######## block 1 ########
Block 1, signal wires on met1:
Scale: 4 px per µm. Supply wires on this layer in grey.
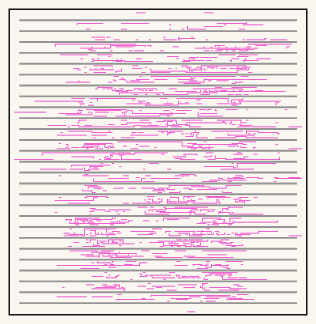

--- config.mk ---
export PLATFORM = sky130hd
export DESIGN_NAME = ram_dump_tx
export DESIGN_NICKNAME = d
export VERILOG_FILES = /design/src/rtl/ram_dump_tx.sv
export SDC_FILE = /design/constraint.sdc
export NUM_CORES = 1
export LEC_CHECK = 0
export ABC_AREA = 1
export CORE_AREA = 2 2 72 74
export DETAILED_ROUTE_END_ITERATION = 7
export DIE_AREA = 0 0 74 76
export GPL_TIMING_DRIVEN = 0
export HOLD_SLACK_MARGIN = 0.05
export PLACE_DENSITY = 0.87
export SLEW_MARGIN = 15
export SYNTH_ARGS = -nofsm -noshare
export SYNTH_HDL_FRONTEND = slang
export SYNTH_SLANG_ARGS = --single-unit
--- constraint.sdc ---
create_clock -name clk -period 1.51 [get_ports clk]
set_input_delay 0.302 -clock clk [delete_from_list [all_inputs] [get_ports clk]]
set_output_delay 0.302 -clock clk [all_outputs]
set_load 0.02 [all_outputs]
--- src/rtl/ram_dump_tx.sv ---
// ram_dump_tx: frame-buffer readback engine.
// It walks a synchronous 24-bit RAM from address 0 to DEPTH-1. Each word is
// sent to a UART transmitter as three bytes, LSB first, through the
// transmitter's start/busy handshake. The byte order matches the order used
// by the serial-to-RAM loader, so a host can read back exactly what it wrote.
module ram_dump_tx #(
    parameter int DEPTH = 1024,
    parameter int AW    = 10
) (
    input  logic          clk,
    input  logic          reset,
    input  logic          start,
    output logic [AW-1:0] ram_addr,
    input  logic [23:0]   ram_data,
    input  logic          tx_busy,
    output logic          tx_start,
    output logic [7:0]    tx_data,
    output logic          busy,
    output logic          done
);

    typedef enum logic [2:0] {
        S_IDLE,
        S_RD_WAIT,
        S_LATCH,
        S_SEND,
        S_ACK,
        S_DRAIN,
        S_NEXT,
        S_DONE
    } state_t;

    // Compare value that ends a run; the address never has to step past it.
    localparam logic [AW-1:0] LAST_ADDR = AW'(DEPTH - 1);

    state_t      state;
    logic [23:0] word;
    logic [1:0]  byte_idx;
    logic [7:0]  cur_byte;

    // Byte lane picked out of the latched word, LSB first.
    always_comb begin
        cur_byte = word[7:0];
        case (byte_idx)
            2'd0:    cur_byte = word[7:0];
            2'd1:    cur_byte = word[15:8];
            default: cur_byte = word[23:16];
        endcase
    end

    // Control FSM. Every output is registered. tx_start and done are pulses:
    // they default low each cycle and are raised only on the transition
    // that issues them.
    always_ff @(posedge clk or negedge reset) begin
        if (!reset) begin
            state    <= S_IDLE;
            ram_addr <= '0;
            tx_data  <= '0;
            word     <= '0;
            byte_idx <= '0;
            tx_start <= 1'b0;
            busy     <= 1'b0;
            done     <= 1'b0;
        end else begin
            tx_start <= 1'b0;
            done     <= 1'b0;
            case (state)
                S_IDLE: begin
                    // A start that arrives while a run is in progress never
                    // reaches this branch, so it is simply dropped.
                    if (start) begin
                        ram_addr <= '0;
                        busy     <= 1'b1;
                        state    <= S_RD_WAIT;
                    end
                end
                S_RD_WAIT: begin
                    // The RAM address is already presented; the read data
                    // appears one cycle later.
                    state <= S_LATCH;
                end
                S_LATCH: begin
                    word     <= ram_data;
                    byte_idx <= 2'd0;
                    state    <= S_SEND;
                end
                S_SEND: begin
                    if (!tx_busy) begin
                        tx_data  <= cur_byte;
                        tx_start <= 1'b1;
                        state    <= S_ACK;
                    end
                end
                S_ACK: begin
                    // Wait for the transmitter to take the byte. There is
                    // no timeout: a transmitter that never raises busy
                    // stalls the engine here.
                    if (tx_busy) begin
                        state <= S_DRAIN;
                    end
                end
                S_DRAIN: begin
                    if (!tx_busy) begin
                        if (byte_idx < 2'd2) begin
                            byte_idx <= byte_idx + 2'd1;
                            state    <= S_SEND;
                        end else begin
                            state <= S_NEXT;
                        end
                    end
                end
                S_NEXT: begin
                    if (ram_addr == LAST_ADDR) begin
                        done  <= 1'b1;
                        state <= S_DONE;
                    end else begin
                        ram_addr <= ram_addr + 1'b1;
                        state    <= S_RD_WAIT;
                    end
                end
                S_DONE: begin
                    // done is high during this cycle. busy drops one cycle
                    // after done. The address is left at the last word.
                    busy  <= 1'b0;
                    state <= S_IDLE;
                end
                default: begin
                    state <= S_IDLE;
                end
            endcase
        end
    end

endmodule

######## block 2 ########
### src/rtl/rotary_decoder.sv
// Quadrature rotary decoder: synchronizes and debounces the A/B channels,
// decodes Gray-code transitions into counted steps at x1/x2/x4 resolution
// and maintains a wrapping or saturating position count with a sticky
// illegal-transition flag.
module rotary_decoder #(
    parameter int unsigned WIDTH         = 8,
    parameter int unsigned SYNC_STAGES   = 2,
    parameter int unsigned FILTER_CYCLES = 4
) (
    input  logic             clk,
    input  logic             reset,
    input  logic             a,
    input  logic             b,
    input  logic [1:0]       mode,
    input  logic             sat_en,
    input  logic             load,
    input  logic [WIDTH-1:0] load_value,
    input  logic             clear_err,
    output logic [WIDTH-1:0] value,
    output logic             dir,
    output logic             step,
    output logic             err
);

    localparam int unsigned CNT_W = $clog2(FILTER_CYCLES + 1);
    localparam logic [WIDTH-1:0] MAX_VAL = '1;

    // Channel index 1 is A, index 0 is B, so packed pairs read as {A,B}.
    logic [1:0]                  raw_c;
    logic [1:0][SYNC_STAGES-1:0] sync_q;
    logic [1:0]                  filt_q, filt_d;
    logic [1:0][CNT_W-1:0]       cnt_q, cnt_d;
    logic [1:0]                  prev_q;
    logic [WIDTH-1:0]            value_q, value_d;
    logic                        dir_q, dir_d;
    logic                        step_q, step_d;
    logic                        err_q, err_d;

    logic fwd_c, bwd_c, illegal_c, count_en_c;

    assign raw_c = {a, b};

    // Debounce: the filtered level follows the synced level only after it has
    // disagreed for FILTER_CYCLES consecutive clocks.
    always_comb begin
        filt_d = filt_q;
        cnt_d  = '0;
        for (int ch = 0; ch < 2; ch++) begin
            if (sync_q[ch][SYNC_STAGES-1] != filt_q[ch]) begin
                if (cnt_q[ch] == CNT_W'(FILTER_CYCLES - 1)) begin
                    filt_d[ch] = sync_q[ch][SYNC_STAGES-1];
                end else begin
                    cnt_d[ch] = cnt_q[ch] + CNT_W'(1);
                end
            end
        end
    end

    // Classify the prev -> current filtered pair on the 00-10-11-01 Gray cycle.
    always_comb begin
        fwd_c     = 1'b0;
        bwd_c     = 1'b0;
        illegal_c = 1'b0;
        unique case ({prev_q, filt_q})
            4'b0010, 4'b1011, 4'b1101, 4'b0100: fwd_c     = 1'b1;
            4'b1000, 4'b1110, 4'b0111, 4'b0001: bwd_c     = 1'b1;
            4'b0011, 4'b1100, 4'b0110, 4'b1001: illegal_c = 1'b1;
            default: ;
        endcase
    end

    // Resolution gate: x1 counts only the 00<->10 edge, x2 only A edges.
    always_comb begin
        count_en_c = 1'b1;
        case (mode)
            2'b00:   count_en_c = (fwd_c && (prev_q == 2'b00)) ||
                                  (bwd_c && (prev_q == 2'b10));
            2'b01:   count_en_c = prev_q[1] ^ filt_q[1];
            default: count_en_c = 1'b1;
        endcase
    end

    // Position, direction, step pulse and sticky error next-state.
    always_comb begin
        value_d = value_q;
        dir_d   = dir_q;
        step_d  = 1'b0;
        err_d   = err_q;

        if (clear_err) begin
            err_d = 1'b0;
        end
        if (illegal_c) begin
            err_d = 1'b1;
        end

        if (load) begin
            value_d = load_value;
        end else if (fwd_c && count_en_c) begin
            step_d = 1'b1;
            dir_d  = 1'b1;
            if (!(sat_en && (value_q == MAX_VAL))) begin
                value_d = value_q + WIDTH'(1);
            end
        end else if (bwd_c && count_en_c) begin
            step_d = 1'b1;
            dir_d  = 1'b0;
            if (!(sat_en && (value_q == '0))) begin
                value_d = value_q - WIDTH'(1);
            end
        end
    end

    // State registers, all cleared asynchronously.
    always_ff @(posedge clk or negedge reset) begin
        if (!reset) begin
            sync_q  <= '0;
            filt_q  <= '0;
            cnt_q   <= '0;
            prev_q  <= '0;
            value_q <= '0;
            dir_q   <= 1'b0;
            step_q  <= 1'b0;
            err_q   <= 1'b0;
        end else begin
            for (int ch = 0; ch < 2; ch++) begin
                sync_q[ch] <= {sync_q[ch][SYNC_STAGES-2:0], raw_c[ch]};
            end
            filt_q  <= filt_d;
            cnt_q   <= cnt_d;
            prev_q  <= filt_q;
            value_q <= value_d;
            dir_q   <= dir_d;
            step_q  <= step_d;
            err_q   <= err_d;
        end
    end

    assign value = value_q;
    assign dir   = dir_q;
    assign step  = step_q;
    assign err   = err_q;

endmodule

### config.mk
export PLATFORM = sky130hd
export DESIGN_NAME = rotary_decoder
export DESIGN_NICKNAME = d
export VERILOG_FILES = /design/src/rtl/rotary_decoder.sv
export SDC_FILE = /design/constraint.sdc
export NUM_CORES = 1
export LEC_CHECK = 0
export ABC_AREA = 1
export CORE_MARGIN = 2
export CORE_UTILIZATION = 40
export CTS_CLUSTER_DIAMETER = 40
export DETAILED_ROUTE_END_ITERATION = 16
export DONT_BUFFER_PORTS = 1
export GPL_ROUTABILITY_DRIVEN = 0
export PLACE_DENSITY = 0.5
export RECOVER_POWER = 25
export SYNTH_ARGS = -nofsm -noshare
export SYNTH_HDL_FRONTEND = slang
export SYNTH_SLANG_ARGS = --single-unit
### constraint.sdc
create_clock -name clk -period 2.41 [get_ports clk]
set_input_delay 0.241 -clock clk [delete_from_list [all_inputs] [get_ports clk]]
set_output_delay 0.241 -clock clk [all_outputs]
set_load 0.005 [all_outputs]
######## block 3 ########
==> src/rtl/lcd_ctrl_if.sv <==
// Bus between lcd_ctrl, its host (characters, clear requests) and the write_cycle engine.
interface lcd_ctrl_if;
    logic       ch_valid;
    logic [7:0] ch_data;
    logic       ch_ready;
    logic       clr_req;
    logic       init_done;
    logic       wr_enable;
    logic       reg_sel;
    logic [7:0] lcd_data;
    logic       wr_finish;

    // master: host plus write_cycle engine; slave: the controller itself
    modport master (output ch_valid, ch_data, clr_req, wr_finish,
                    input  ch_ready, init_done, wr_enable, reg_sel, lcd_data);
    modport slave  (input  ch_valid, ch_data, clr_req, wr_finish,
                    output ch_ready, init_done, wr_enable, reg_sel, lcd_data);
endinterface

==> src/rtl/lcd_ctrl.sv <==
// HD44780-style LCD controller: power-on wait, init command list, character writes
// with automatic line wrap, and a sticky display-clear request.
module lcd_ctrl #(
    parameter int PON_CYC = 750000,
    parameter int CMD_CYC = 2000,
    parameter int CLR_CYC = 82000
) (
    input  logic      clk,
    input  logic      rst,
    lcd_ctrl_if.slave bus
);
    localparam int MAX_A   = (PON_CYC > CMD_CYC) ? PON_CYC : CMD_CYC;
    localparam int MAX_CYC = (MAX_A > CLR_CYC) ? MAX_A : CLR_CYC;
    localparam int CW      = $clog2(MAX_CYC + 1);
    localparam logic [CW-1:0] PON_LAST = CW'(PON_CYC - 1);
    localparam logic [CW-1:0] CMD_LAST = CW'(CMD_CYC - 1);
    localparam logic [CW-1:0] CLR_LAST = CW'(CLR_CYC - 1);

    typedef enum logic [1:0] {PON, WR, DLY, IDLE} state_t;
    typedef enum logic [1:0] {INIT, CHAR, ADDR, CLR} tag_t;

    state_t        state_reg;
    tag_t          tag_reg;
    logic [CW-1:0] cnt_reg;
    logic [1:0]    init_idx_reg;
    logic          row_reg;
    logic [3:0]    col_reg;
    logic          clr_pend_reg;
    logic          init_done_reg;
    logic          wr_enable_reg;
    logic          reg_sel_reg;
    logic [7:0]    lcd_data_reg;
    logic [CW-1:0] dly_last;

    function automatic logic [7:0] init_cmd(input logic [1:0] idx);
        case (idx)
            2'd0:    return 8'h38;
            2'd1:    return 8'h0C;
            2'd2:    return 8'h01;
            default: return 8'h06;
        endcase
    endfunction

    // lcd_data still holds the byte just written, so it selects the settle time
    always_comb begin
        dly_last = CMD_LAST;
        if (!reg_sel_reg && (lcd_data_reg == 8'h01 || lcd_data_reg == 8'h02))
            dly_last = CLR_LAST;
    end

    assign bus.ch_ready  = (state_reg == IDLE) && !clr_pend_reg && !bus.clr_req;
    assign bus.init_done = init_done_reg;
    assign bus.wr_enable = wr_enable_reg;
    assign bus.reg_sel   = reg_sel_reg;
    assign bus.lcd_data  = lcd_data_reg;

    always_ff @(posedge clk or negedge rst) begin
        if (!rst) begin
            state_reg     <= PON;
            tag_reg       <= INIT;
            cnt_reg       <= '0;
            init_idx_reg  <= 2'd0;
            row_reg       <= 1'b0;
            col_reg       <= 4'd0;
            clr_pend_reg  <= 1'b0;
            init_done_reg <= 1'b0;
            wr_enable_reg <= 1'b0;
            reg_sel_reg   <= 1'b0;
            lcd_data_reg  <= 8'h00;
        end else begin
            if (bus.clr_req && init_done_reg)
                clr_pend_reg <= 1'b1;
            case (state_reg)
                PON: begin
                    if (cnt_reg == PON_LAST) begin
                        cnt_reg       <= '0;
                        init_idx_reg  <= 2'd0;
                        state_reg     <= WR;
                        tag_reg       <= INIT;
                        wr_enable_reg <= 1'b1;
                        reg_sel_reg   <= 1'b0;
                        lcd_data_reg  <= init_cmd(2'd0);
                    end else begin
                        cnt_reg <= cnt_reg + CW'(1);
                    end
                end
                WR: begin
                    if (bus.wr_finish) begin
                        wr_enable_reg <= 1'b0;
                        cnt_reg       <= '0;
                        state_reg     <= DLY;
                    end
                end
                DLY: begin
                    if (cnt_reg != dly_last) begin
                        cnt_reg <= cnt_reg + CW'(1);
                    end else begin
                        cnt_reg   <= '0;
                        state_reg <= IDLE;
                        case (tag_reg)
                            INIT: begin
                                if (init_idx_reg == 2'd3) begin
                                    init_done_reg <= 1'b1;
                                end else begin
                                    init_idx_reg  <= init_idx_reg + 2'd1;
                                    state_reg     <= WR;
                                    wr_enable_reg <= 1'b1;
                                    lcd_data_reg  <= init_cmd(init_idx_reg + 2'd1);
                                end
                            end
                            CHAR: begin
                                if (col_reg == 4'd15) begin
                                    // wrap: move the LCD address to the start of the other row
                                    col_reg       <= 4'd0;
                                    row_reg       <= ~row_reg;
                                    state_reg     <= WR;
                                    tag_reg       <= ADDR;
                                    wr_enable_reg <= 1'b1;
                                    reg_sel_reg   <= 1'b0;
                                    lcd_data_reg  <= row_reg ? 8'h80 : 8'hC0;
                                end else begin
                                    col_reg <= col_reg + 4'd1;
                                end
                            end
                            default: ;
                        endcase
                    end
                end
                IDLE: begin
                    // a clear arriving this very cycle already blocks ch_ready
                    if (clr_pend_reg || bus.clr_req) begin
                        clr_pend_reg  <= 1'b0;
                        row_reg       <= 1'b0;
                        col_reg       <= 4'd0;
                        state_reg     <= WR;
                        tag_reg       <= CLR;
                        wr_enable_reg <= 1'b1;
                        reg_sel_reg   <= 1'b0;
                        lcd_data_reg  <= 8'h01;
                    end else if (bus.ch_valid) begin
                        state_reg     <= WR;
                        tag_reg       <= CHAR;
                        wr_enable_reg <= 1'b1;
                        reg_sel_reg   <= 1'b1;
                        lcd_data_reg  <= bus.ch_data;
                    end
                end
                default: state_reg <= PON;
            endcase
        end
    end
endmodule

==> src/flat_wrapper.sv <==
// flat-port wrapper written by rule: the top's interface ports become plain ports
module lcd_ctrl_flat 
#(
    parameter int PON_CYC = 750000,
    parameter int CMD_CYC = 2000,
    parameter int CLR_CYC = 82000
)
  (clk, rst, bus_ch_valid, bus_ch_data, bus_clr_req, bus_wr_finish, bus_ch_ready, bus_init_done, bus_wr_enable, bus_reg_sel, bus_lcd_data);
  lcd_ctrl_if bus_i ();
  input  logic clk;
  input  logic rst;
  input wire logic [$bits(bus_i.ch_valid)-1:0] bus_ch_valid;
  input wire logic [$bits(bus_i.ch_data)-1:0] bus_ch_data;
  input wire logic [$bits(bus_i.clr_req)-1:0] bus_clr_req;
  input wire logic [$bits(bus_i.wr_finish)-1:0] bus_wr_finish;
  output wire logic [$bits(bus_i.ch_ready)-1:0] bus_ch_ready;
  output wire logic [$bits(bus_i.init_done)-1:0] bus_init_done;
  output wire logic [$bits(bus_i.wr_enable)-1:0] bus_wr_enable;
  output wire logic [$bits(bus_i.reg_sel)-1:0] bus_reg_sel;
  output wire logic [$bits(bus_i.lcd_data)-1:0] bus_lcd_data;
  assign bus_i.ch_valid = bus_ch_valid;
  assign bus_i.ch_data = bus_ch_data;
  assign bus_i.clr_req = bus_clr_req;
  assign bus_i.wr_finish = bus_wr_finish;
  assign bus_ch_ready = bus_i.ch_ready;
  assign bus_init_done = bus_i.init_done;
  assign bus_wr_enable = bus_i.wr_enable;
  assign bus_reg_sel = bus_i.reg_sel;
  assign bus_lcd_data = bus_i.lcd_data;
  lcd_ctrl #(.PON_CYC(PON_CYC), .CMD_CYC(CMD_CYC), .CLR_CYC(CLR_CYC)) u_core (.clk(clk), .rst(rst), .bus(bus_i));
endmodule
==> config.mk <==
export PLATFORM = sky130hd
export DESIGN_NAME = lcd_ctrl_flat
export DESIGN_NICKNAME = d
export VERILOG_FILES = /design/src/rtl/lcd_ctrl_if.sv /design/src/rtl/lcd_ctrl.sv /design/src/flat_wrapper.sv
export SDC_FILE = /design/constraint.sdc
export NUM_CORES = 1
export LEC_CHECK = 0
export CORE_AREA = 2 2 97 99
export DETAILED_ROUTE_END_ITERATION = 6
export DIE_AREA = 0 0 99 101
export PLACE_DENSITY = 0.46
export SLEW_MARGIN = 30
export SYNTH_ARGS = -nofsm -noshare
export SYNTH_HDL_FRONTEND = slang
export SYNTH_SLANG_ARGS = --single-unit
==> constraint.sdc <==
create_clock -name clk -period 4.2 [get_ports clk]
set_input_delay 0.63 -clock clk [delete_from_list [all_inputs] [get_ports clk]]
set_output_delay 0.63 -clock clk [all_outputs]
set_load 0.005 [all_outputs]
Block 3, clock routing:
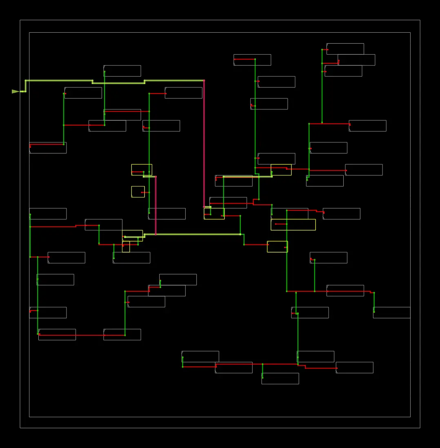
number of buffers inserted during clock tree synthesis: 5
Clock Sinks: 43
number of sequential storage elements: 43
reported clock group power: 0.334 mW

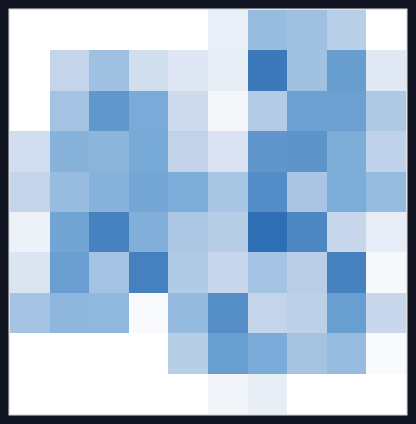
Block 3: local utilization
Scale: 4 px per µm. 10 x 10 tiles, from white (low) to dark blue (high), 0 to 100% covered.
mean over tiles: 30%
fullest tile: 75%
nearly empty tiles: 20%
emptiest ninth of the die: lower left
floorplan-stage core utilization: 29.13%
core occupancy in the finished layout: 34.45%
core footprint: 8977 µm²

==> flow_summary_export.csv, block 3 <==
group,metric,value,unit
final_timing,setup_viol_count_final,0,
floorplan,chipWidth,99,µm
global_route,overflow,0,
final_timing,fmax,0.3571,GHz
critical_path,cp-end-kind,"output pin",
final_timing,period_minus_slack,2.800,ns
detailed_routing,drt_wl_total,6.715,mm
logic_synthesis,synth.top_cells.by_area,"sky130_fd_sc_hd__dfrtp_1, sky130_fd_sc_hd__ha_1, sky130_fd_sc_hd__nand2_1",
floorplan,top_level_ports,25,
finish,diodes,0,
finish,number_of_flip_flops_under_the_largest_register_name,20,
final_timing,rsz0062_at_grt,"no",
placement,routabilityCongestion,0.7354,
global_route,grt_use_met1,20.08,%
final_timing,measured_slew_at_the_worst_slew_check_pin,0.7876,ns
critical_path,crit_path_end,"bus_ch_ready",
logic_synthesis,synth_async_sr_flop_share,100.0,%
critical_path,kind_of_critical_path,"reg2out",
critical_path,critical_path.n_buffers_inverters,2,
detailed_routing,remaining_drc_errors,0,
detailed_routing,dr.max_layer_used,"met4",
global_route,grt_antenna_before_repair,0,
run_status,result_of_the_run,"finished, final reports clean",
global_route,global_route.peak_usage_layer,"met2",
global_route,grt_first_pass_wirelength,11.82,mm
[block 3: final cells by class]
| cell class | count | area [µm²] | share of cell area, % |
|---|---|---|---|
| clock buffer | 5 | 68.82 | 2.225 |
| clock inverter | 3 | 43.79 | 1.416 |
| inverter | 12 | 45.04 | 1.456 |
| tap | 111 | 138.9 | 4.490 |
| timing repair buffer | 26 | 252.7 | 8.171 |
| multi-input combinational | 224 | 1468 | 47.45 |
| sequential | 43 | 1076 | 34.79 |
[block 3: worst min path at each step]
| stage | start | slack (ns) | endpoint |
|---|---|---|---|
| finish | rst | 0.32 | u_core.col_reg[3]$_DFFE_PN0P_ |
| CTS | rst | 0.35 | u_core.col_reg[1]$_DFFE_PN0P_ |
| floorplan | rst | 0.33 | u_core.bus.init_done$_DFFE_PN0P_ |
| global placement | u_core.col_reg[3]$_DFFE_PN0P_ | 0.49 | u_core.col_reg[3]$_DFFE_PN0P_ |
| global route | rst | 0.36 | u_core.col_reg[3]$_DFFE_PN0P_ |
| detailed placement | u_core.col_reg[3]$_DFFE_PN0P_ | 0.50 | u_core.col_reg[3]$_DFFE_PN0P_ |
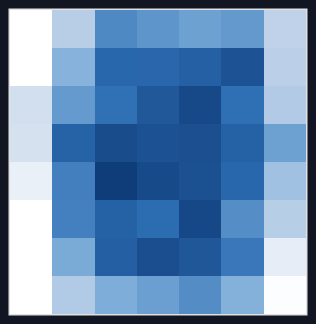
Block 1: local utilization
Scale: 4 px per µm. 7 x 8 tiles, from white (low) to dark blue (high), 0 to 100% covered.
mean over tiles: 56%
densest ninth of the die: centre
tiles over 75% full: 38%
core footprint: 4912 µm²
core occupancy in the finished layout: 65.44%
floorplan-stage core utilization: 48.37%

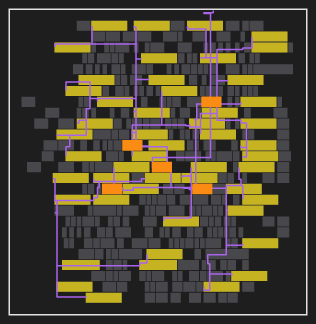
Block 1: clock distribution
Scale: 4 px per µm.
[yellow] flip-flops | count: 50
[purple] clock wires | length: 552 µm
[orange] clock-net drivers | count: 5
routed clock nets: 6
flops lie: all over the die

About 'signal wires on met1' of block 1:
longest straight run: 20.7 µm
share of all routed wire: 40%
met1 track demand over resource in global routing: 26.51%
wirelength, routed: 5.620 mm
Via Count: 2,134

==> flow_summary_export.csv, block 1 <==
group,metric,value,unit
run_status,result_of_the_run,"finished, final reports clean",
logic_synthesis,post_synth_most_frequent_cells,"sky130_fd_sc_hd__nor2_1, sky130_fd_sc_hd__dfrtp_1, sky130_fd_sc_hd__inv_1, sky130_fd_sc_hd__nand2_1, sky130_fd_sc_hd__a21oi_1",
critical_path,cp_data_required_time,1.74,ns
clock_network,tritoncts.num_buffers,5,
final_timing,slew_headroom,56.16,%
logic_synthesis,synth-area-yosys,2376,µm²
final_timing,rsz0062_at_grt,"yes",
worst_hold_path,hold_path_startpoint,"word[16]$_DFFE_PN0P_",
detailed_routing,wl_met2,3.033,mm
finish,diodes,0,
final_timing,fin_ws,0.03664,ns
clock_network,clock_latency,0.30,ns
power_and_ir_drop,fin_total_pwr,5.476,mW
global_route,grt_max_degree,29,
finish,largest-register,"word",
floorplan,chipWidth,74,µm
final_timing,measured_slew_at_the_worst_slew_check_pin,0.6576,ns
logic_synthesis,synthesis.area_per_instance,8.456,µm²
power_and_ir_drop,max-vdd-ir-drop,0.6545,mV
logic_synthesis,yosys-dominant-comb-family,"simple AND/OR/NAND/NOR gates",
finish,layout.cells.most_common_list,"sky130_fd_sc_hd__nor2_1, sky130_fd_sc_hd__dfrtp_1, sky130_fd_sc_hd__inv_1",
logic_synthesis,total_standard_cell_area_after_synthesis,2376,µm²
placement,dp.cells,400,
placement,post-place-ws,-0.1254,ns
floorplan,die_height,76,µm
critical_path,kind_of_critical_path,"reg2reg",
clock_network,clockRootBuffer,"sky130_fd_sc_hd__clkbuf_8",
[block 1: final cells by class]
cell class	instances	area, µm²	share of cell area [%]
Buffer	7	57.56	1.791
Clock buffer	6	82.58	2.569
Clock inverter	1	30.03	0.9342
Inverter	45	187.7	5.839
Multi-Input combinational cell	179	978.4	30.44
Sequential cell	50	1254	39.00
Tap cell	70	87.58	2.725
Timing Repair Buffer	56	530.5	16.50
Timing Repair inverter	1	6.256	0.1946
[block 1: critical path, cell delays in order, from the launching register on]
cell                      delay, ns
sky130_fd_sc_hd__dfrtp_1       0.42
sky130_fd_sc_hd__ha_2          0.23
sky130_fd_sc_hd__nand2_4       0.07
sky130_fd_sc_hd__nor2_4        0.16
sky130_fd_sc_hd__nand3_2       0.09
sky130_fd_sc_hd__nand2_2       0.11
sky130_fd_sc_hd__nand2_4       0.12
sky130_fd_sc_hd__inv_8         0.11
sky130_fd_sc_hd__nand2_2       0.05
sky130_fd_sc_hd__o21ai_2       0.05
[block 1: report_power, final]
part	internal (mW)	switching [mW]	leakage [nW]	total (mW)
Sequential	1.86	0.262	0.591	2.12
Clock	0.530	0.423	0.0573	0.953
Combinational	0.947	1.45	0.916	2.40
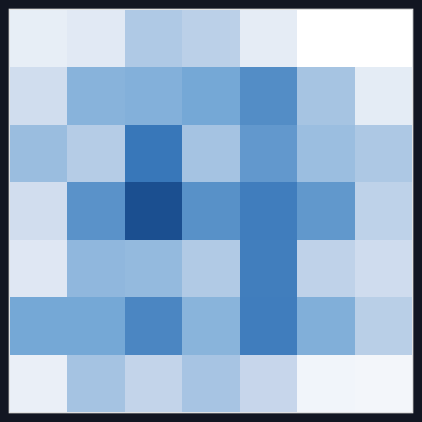
Block 2: local utilization
Scale: 6 px per µm. 7 x 7 tiles, from white (low) to dark blue (high), 0 to 100% covered.
emptiest ninth of the die: upper right
fullest tile: 87%
tiles over 75% full: 2.0%
mean over tiles: 37%

==> flow_summary_export.csv, block 2 <==
group,metric,value,unit
final_timing,hold-worst-slack,0.05936,ns
detailed_routing,vias_per_inst,4.861,
placement,postPlaceCellArea,1622,µm²
power_and_ir_drop,clk_pwr_share,9.7,%
floorplan,core-area,3744,µm²
finish,seqCellArea,625.6,µm²
clock_network,cts_htree_levels,1,
logic_synthesis,synth.mux.area_fraction,2.524,%
logic_synthesis,synth_adder_area_share,8.360,%
logic_synthesis,largest_area_cell,"sky130_fd_sc_hd__dfrtp_1",
power_and_ir_drop,p_leak,0.8609,nW
run_status,result_of_the_run,"finished, final reports clean",
logic_synthesis,synth-area-yosys,1587,µm²
power_and_ir_drop,p_seq_share,29.0,%
job,log.warning_count,27,
finish,layout.cells.most_common_list,"sky130_fd_sc_hd__nand2_1, sky130_fd_sc_hd__dfrtp_1, sky130_fd_sc_hd__inv_1",
finish,lay_top_count,"sky130_fd_sc_hd__nand2_1",
[block 2: path summary, 6_finish.rpt]
path                                        from                   end  slack (ns)  cells past startpoint
hold / removal                         clear_err       err$_DFFE_PN0P_        0.06                      1
setup / recovery           filt_q[1]$_DFFE_PN0P_  value[3]$_DFFE_PN0P_        0.27                     14
min in group asynchronous                  reset    cnt_q[5]$_DFF_PN0_        0.79                      2
setup reg to reg           filt_q[1]$_DFFE_PN0P_  value[3]$_DFFE_PN0P_        0.27                     14
hold reg to reg              sync_q[2]$_DFF_PN0_   sync_q[3]$_DFF_PN0_        0.36                      0
max in group asynchronous                  reset    cnt_q[2]$_DFF_PN0_        0.83                      2
[block 2: sequential cells by signal, summed over array words and instances, names as in the netlist]
| signal | cells |
|---|---|
| dir | 1 |
| sync_q | 4 |
| filt_q | 2 |
| value | 8 |
| cnt_q | 6 |
| step | 1 |
| prev_q | 2 |
| err | 1 |
[block 2: power groups by stage]
stage	Sequential, mW	Clock (mW)	Combinational [mW]
floorplan	0.752	0	1.43
global placement	0.806	0	1.63
detailed placement	0.815	0	1.64
CTS	0.805	0.283	1.68
global route	0.847	0.297	1.99
finish	0.803	0.268	1.70


==> gallery <==
Signal wires on met3.
panel A
Scale: 8 px per µm. Cells faint in the background.
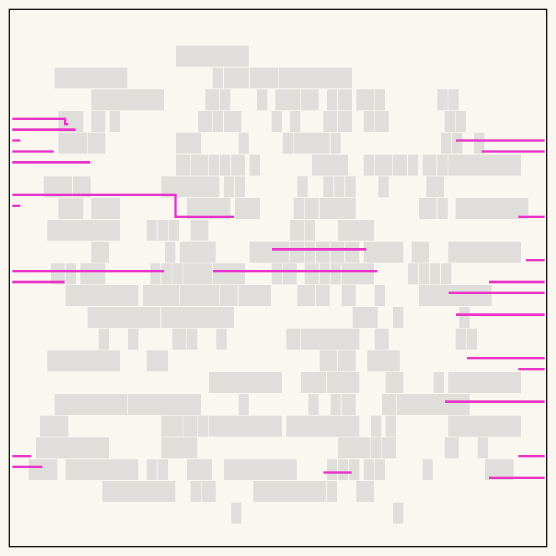
panel B
Scale: 6 px per µm. Cells faint in the background.
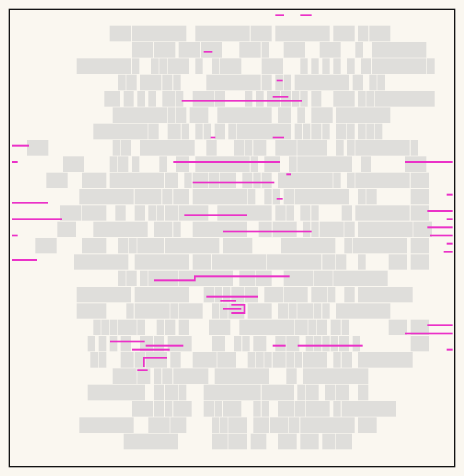
panel C
Scale: 4 px per µm. Cells faint in the background.
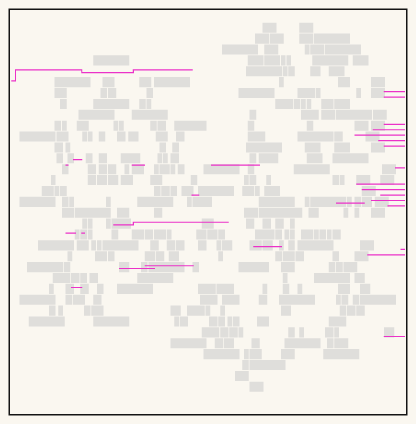
- block 3 = panel C
- block 1 = panel B
- block 2 = panel A
Of these, largest die: panel C
Of these, smallest die: panel A

Key to panel C:
share of all routed wire: 3.6%
longest straight run: 23.7 µm
wire length on this layer: 241 µm
nets with wire on the layer: 24

No activity file was given, so power comes from the tool's default toggle rates.
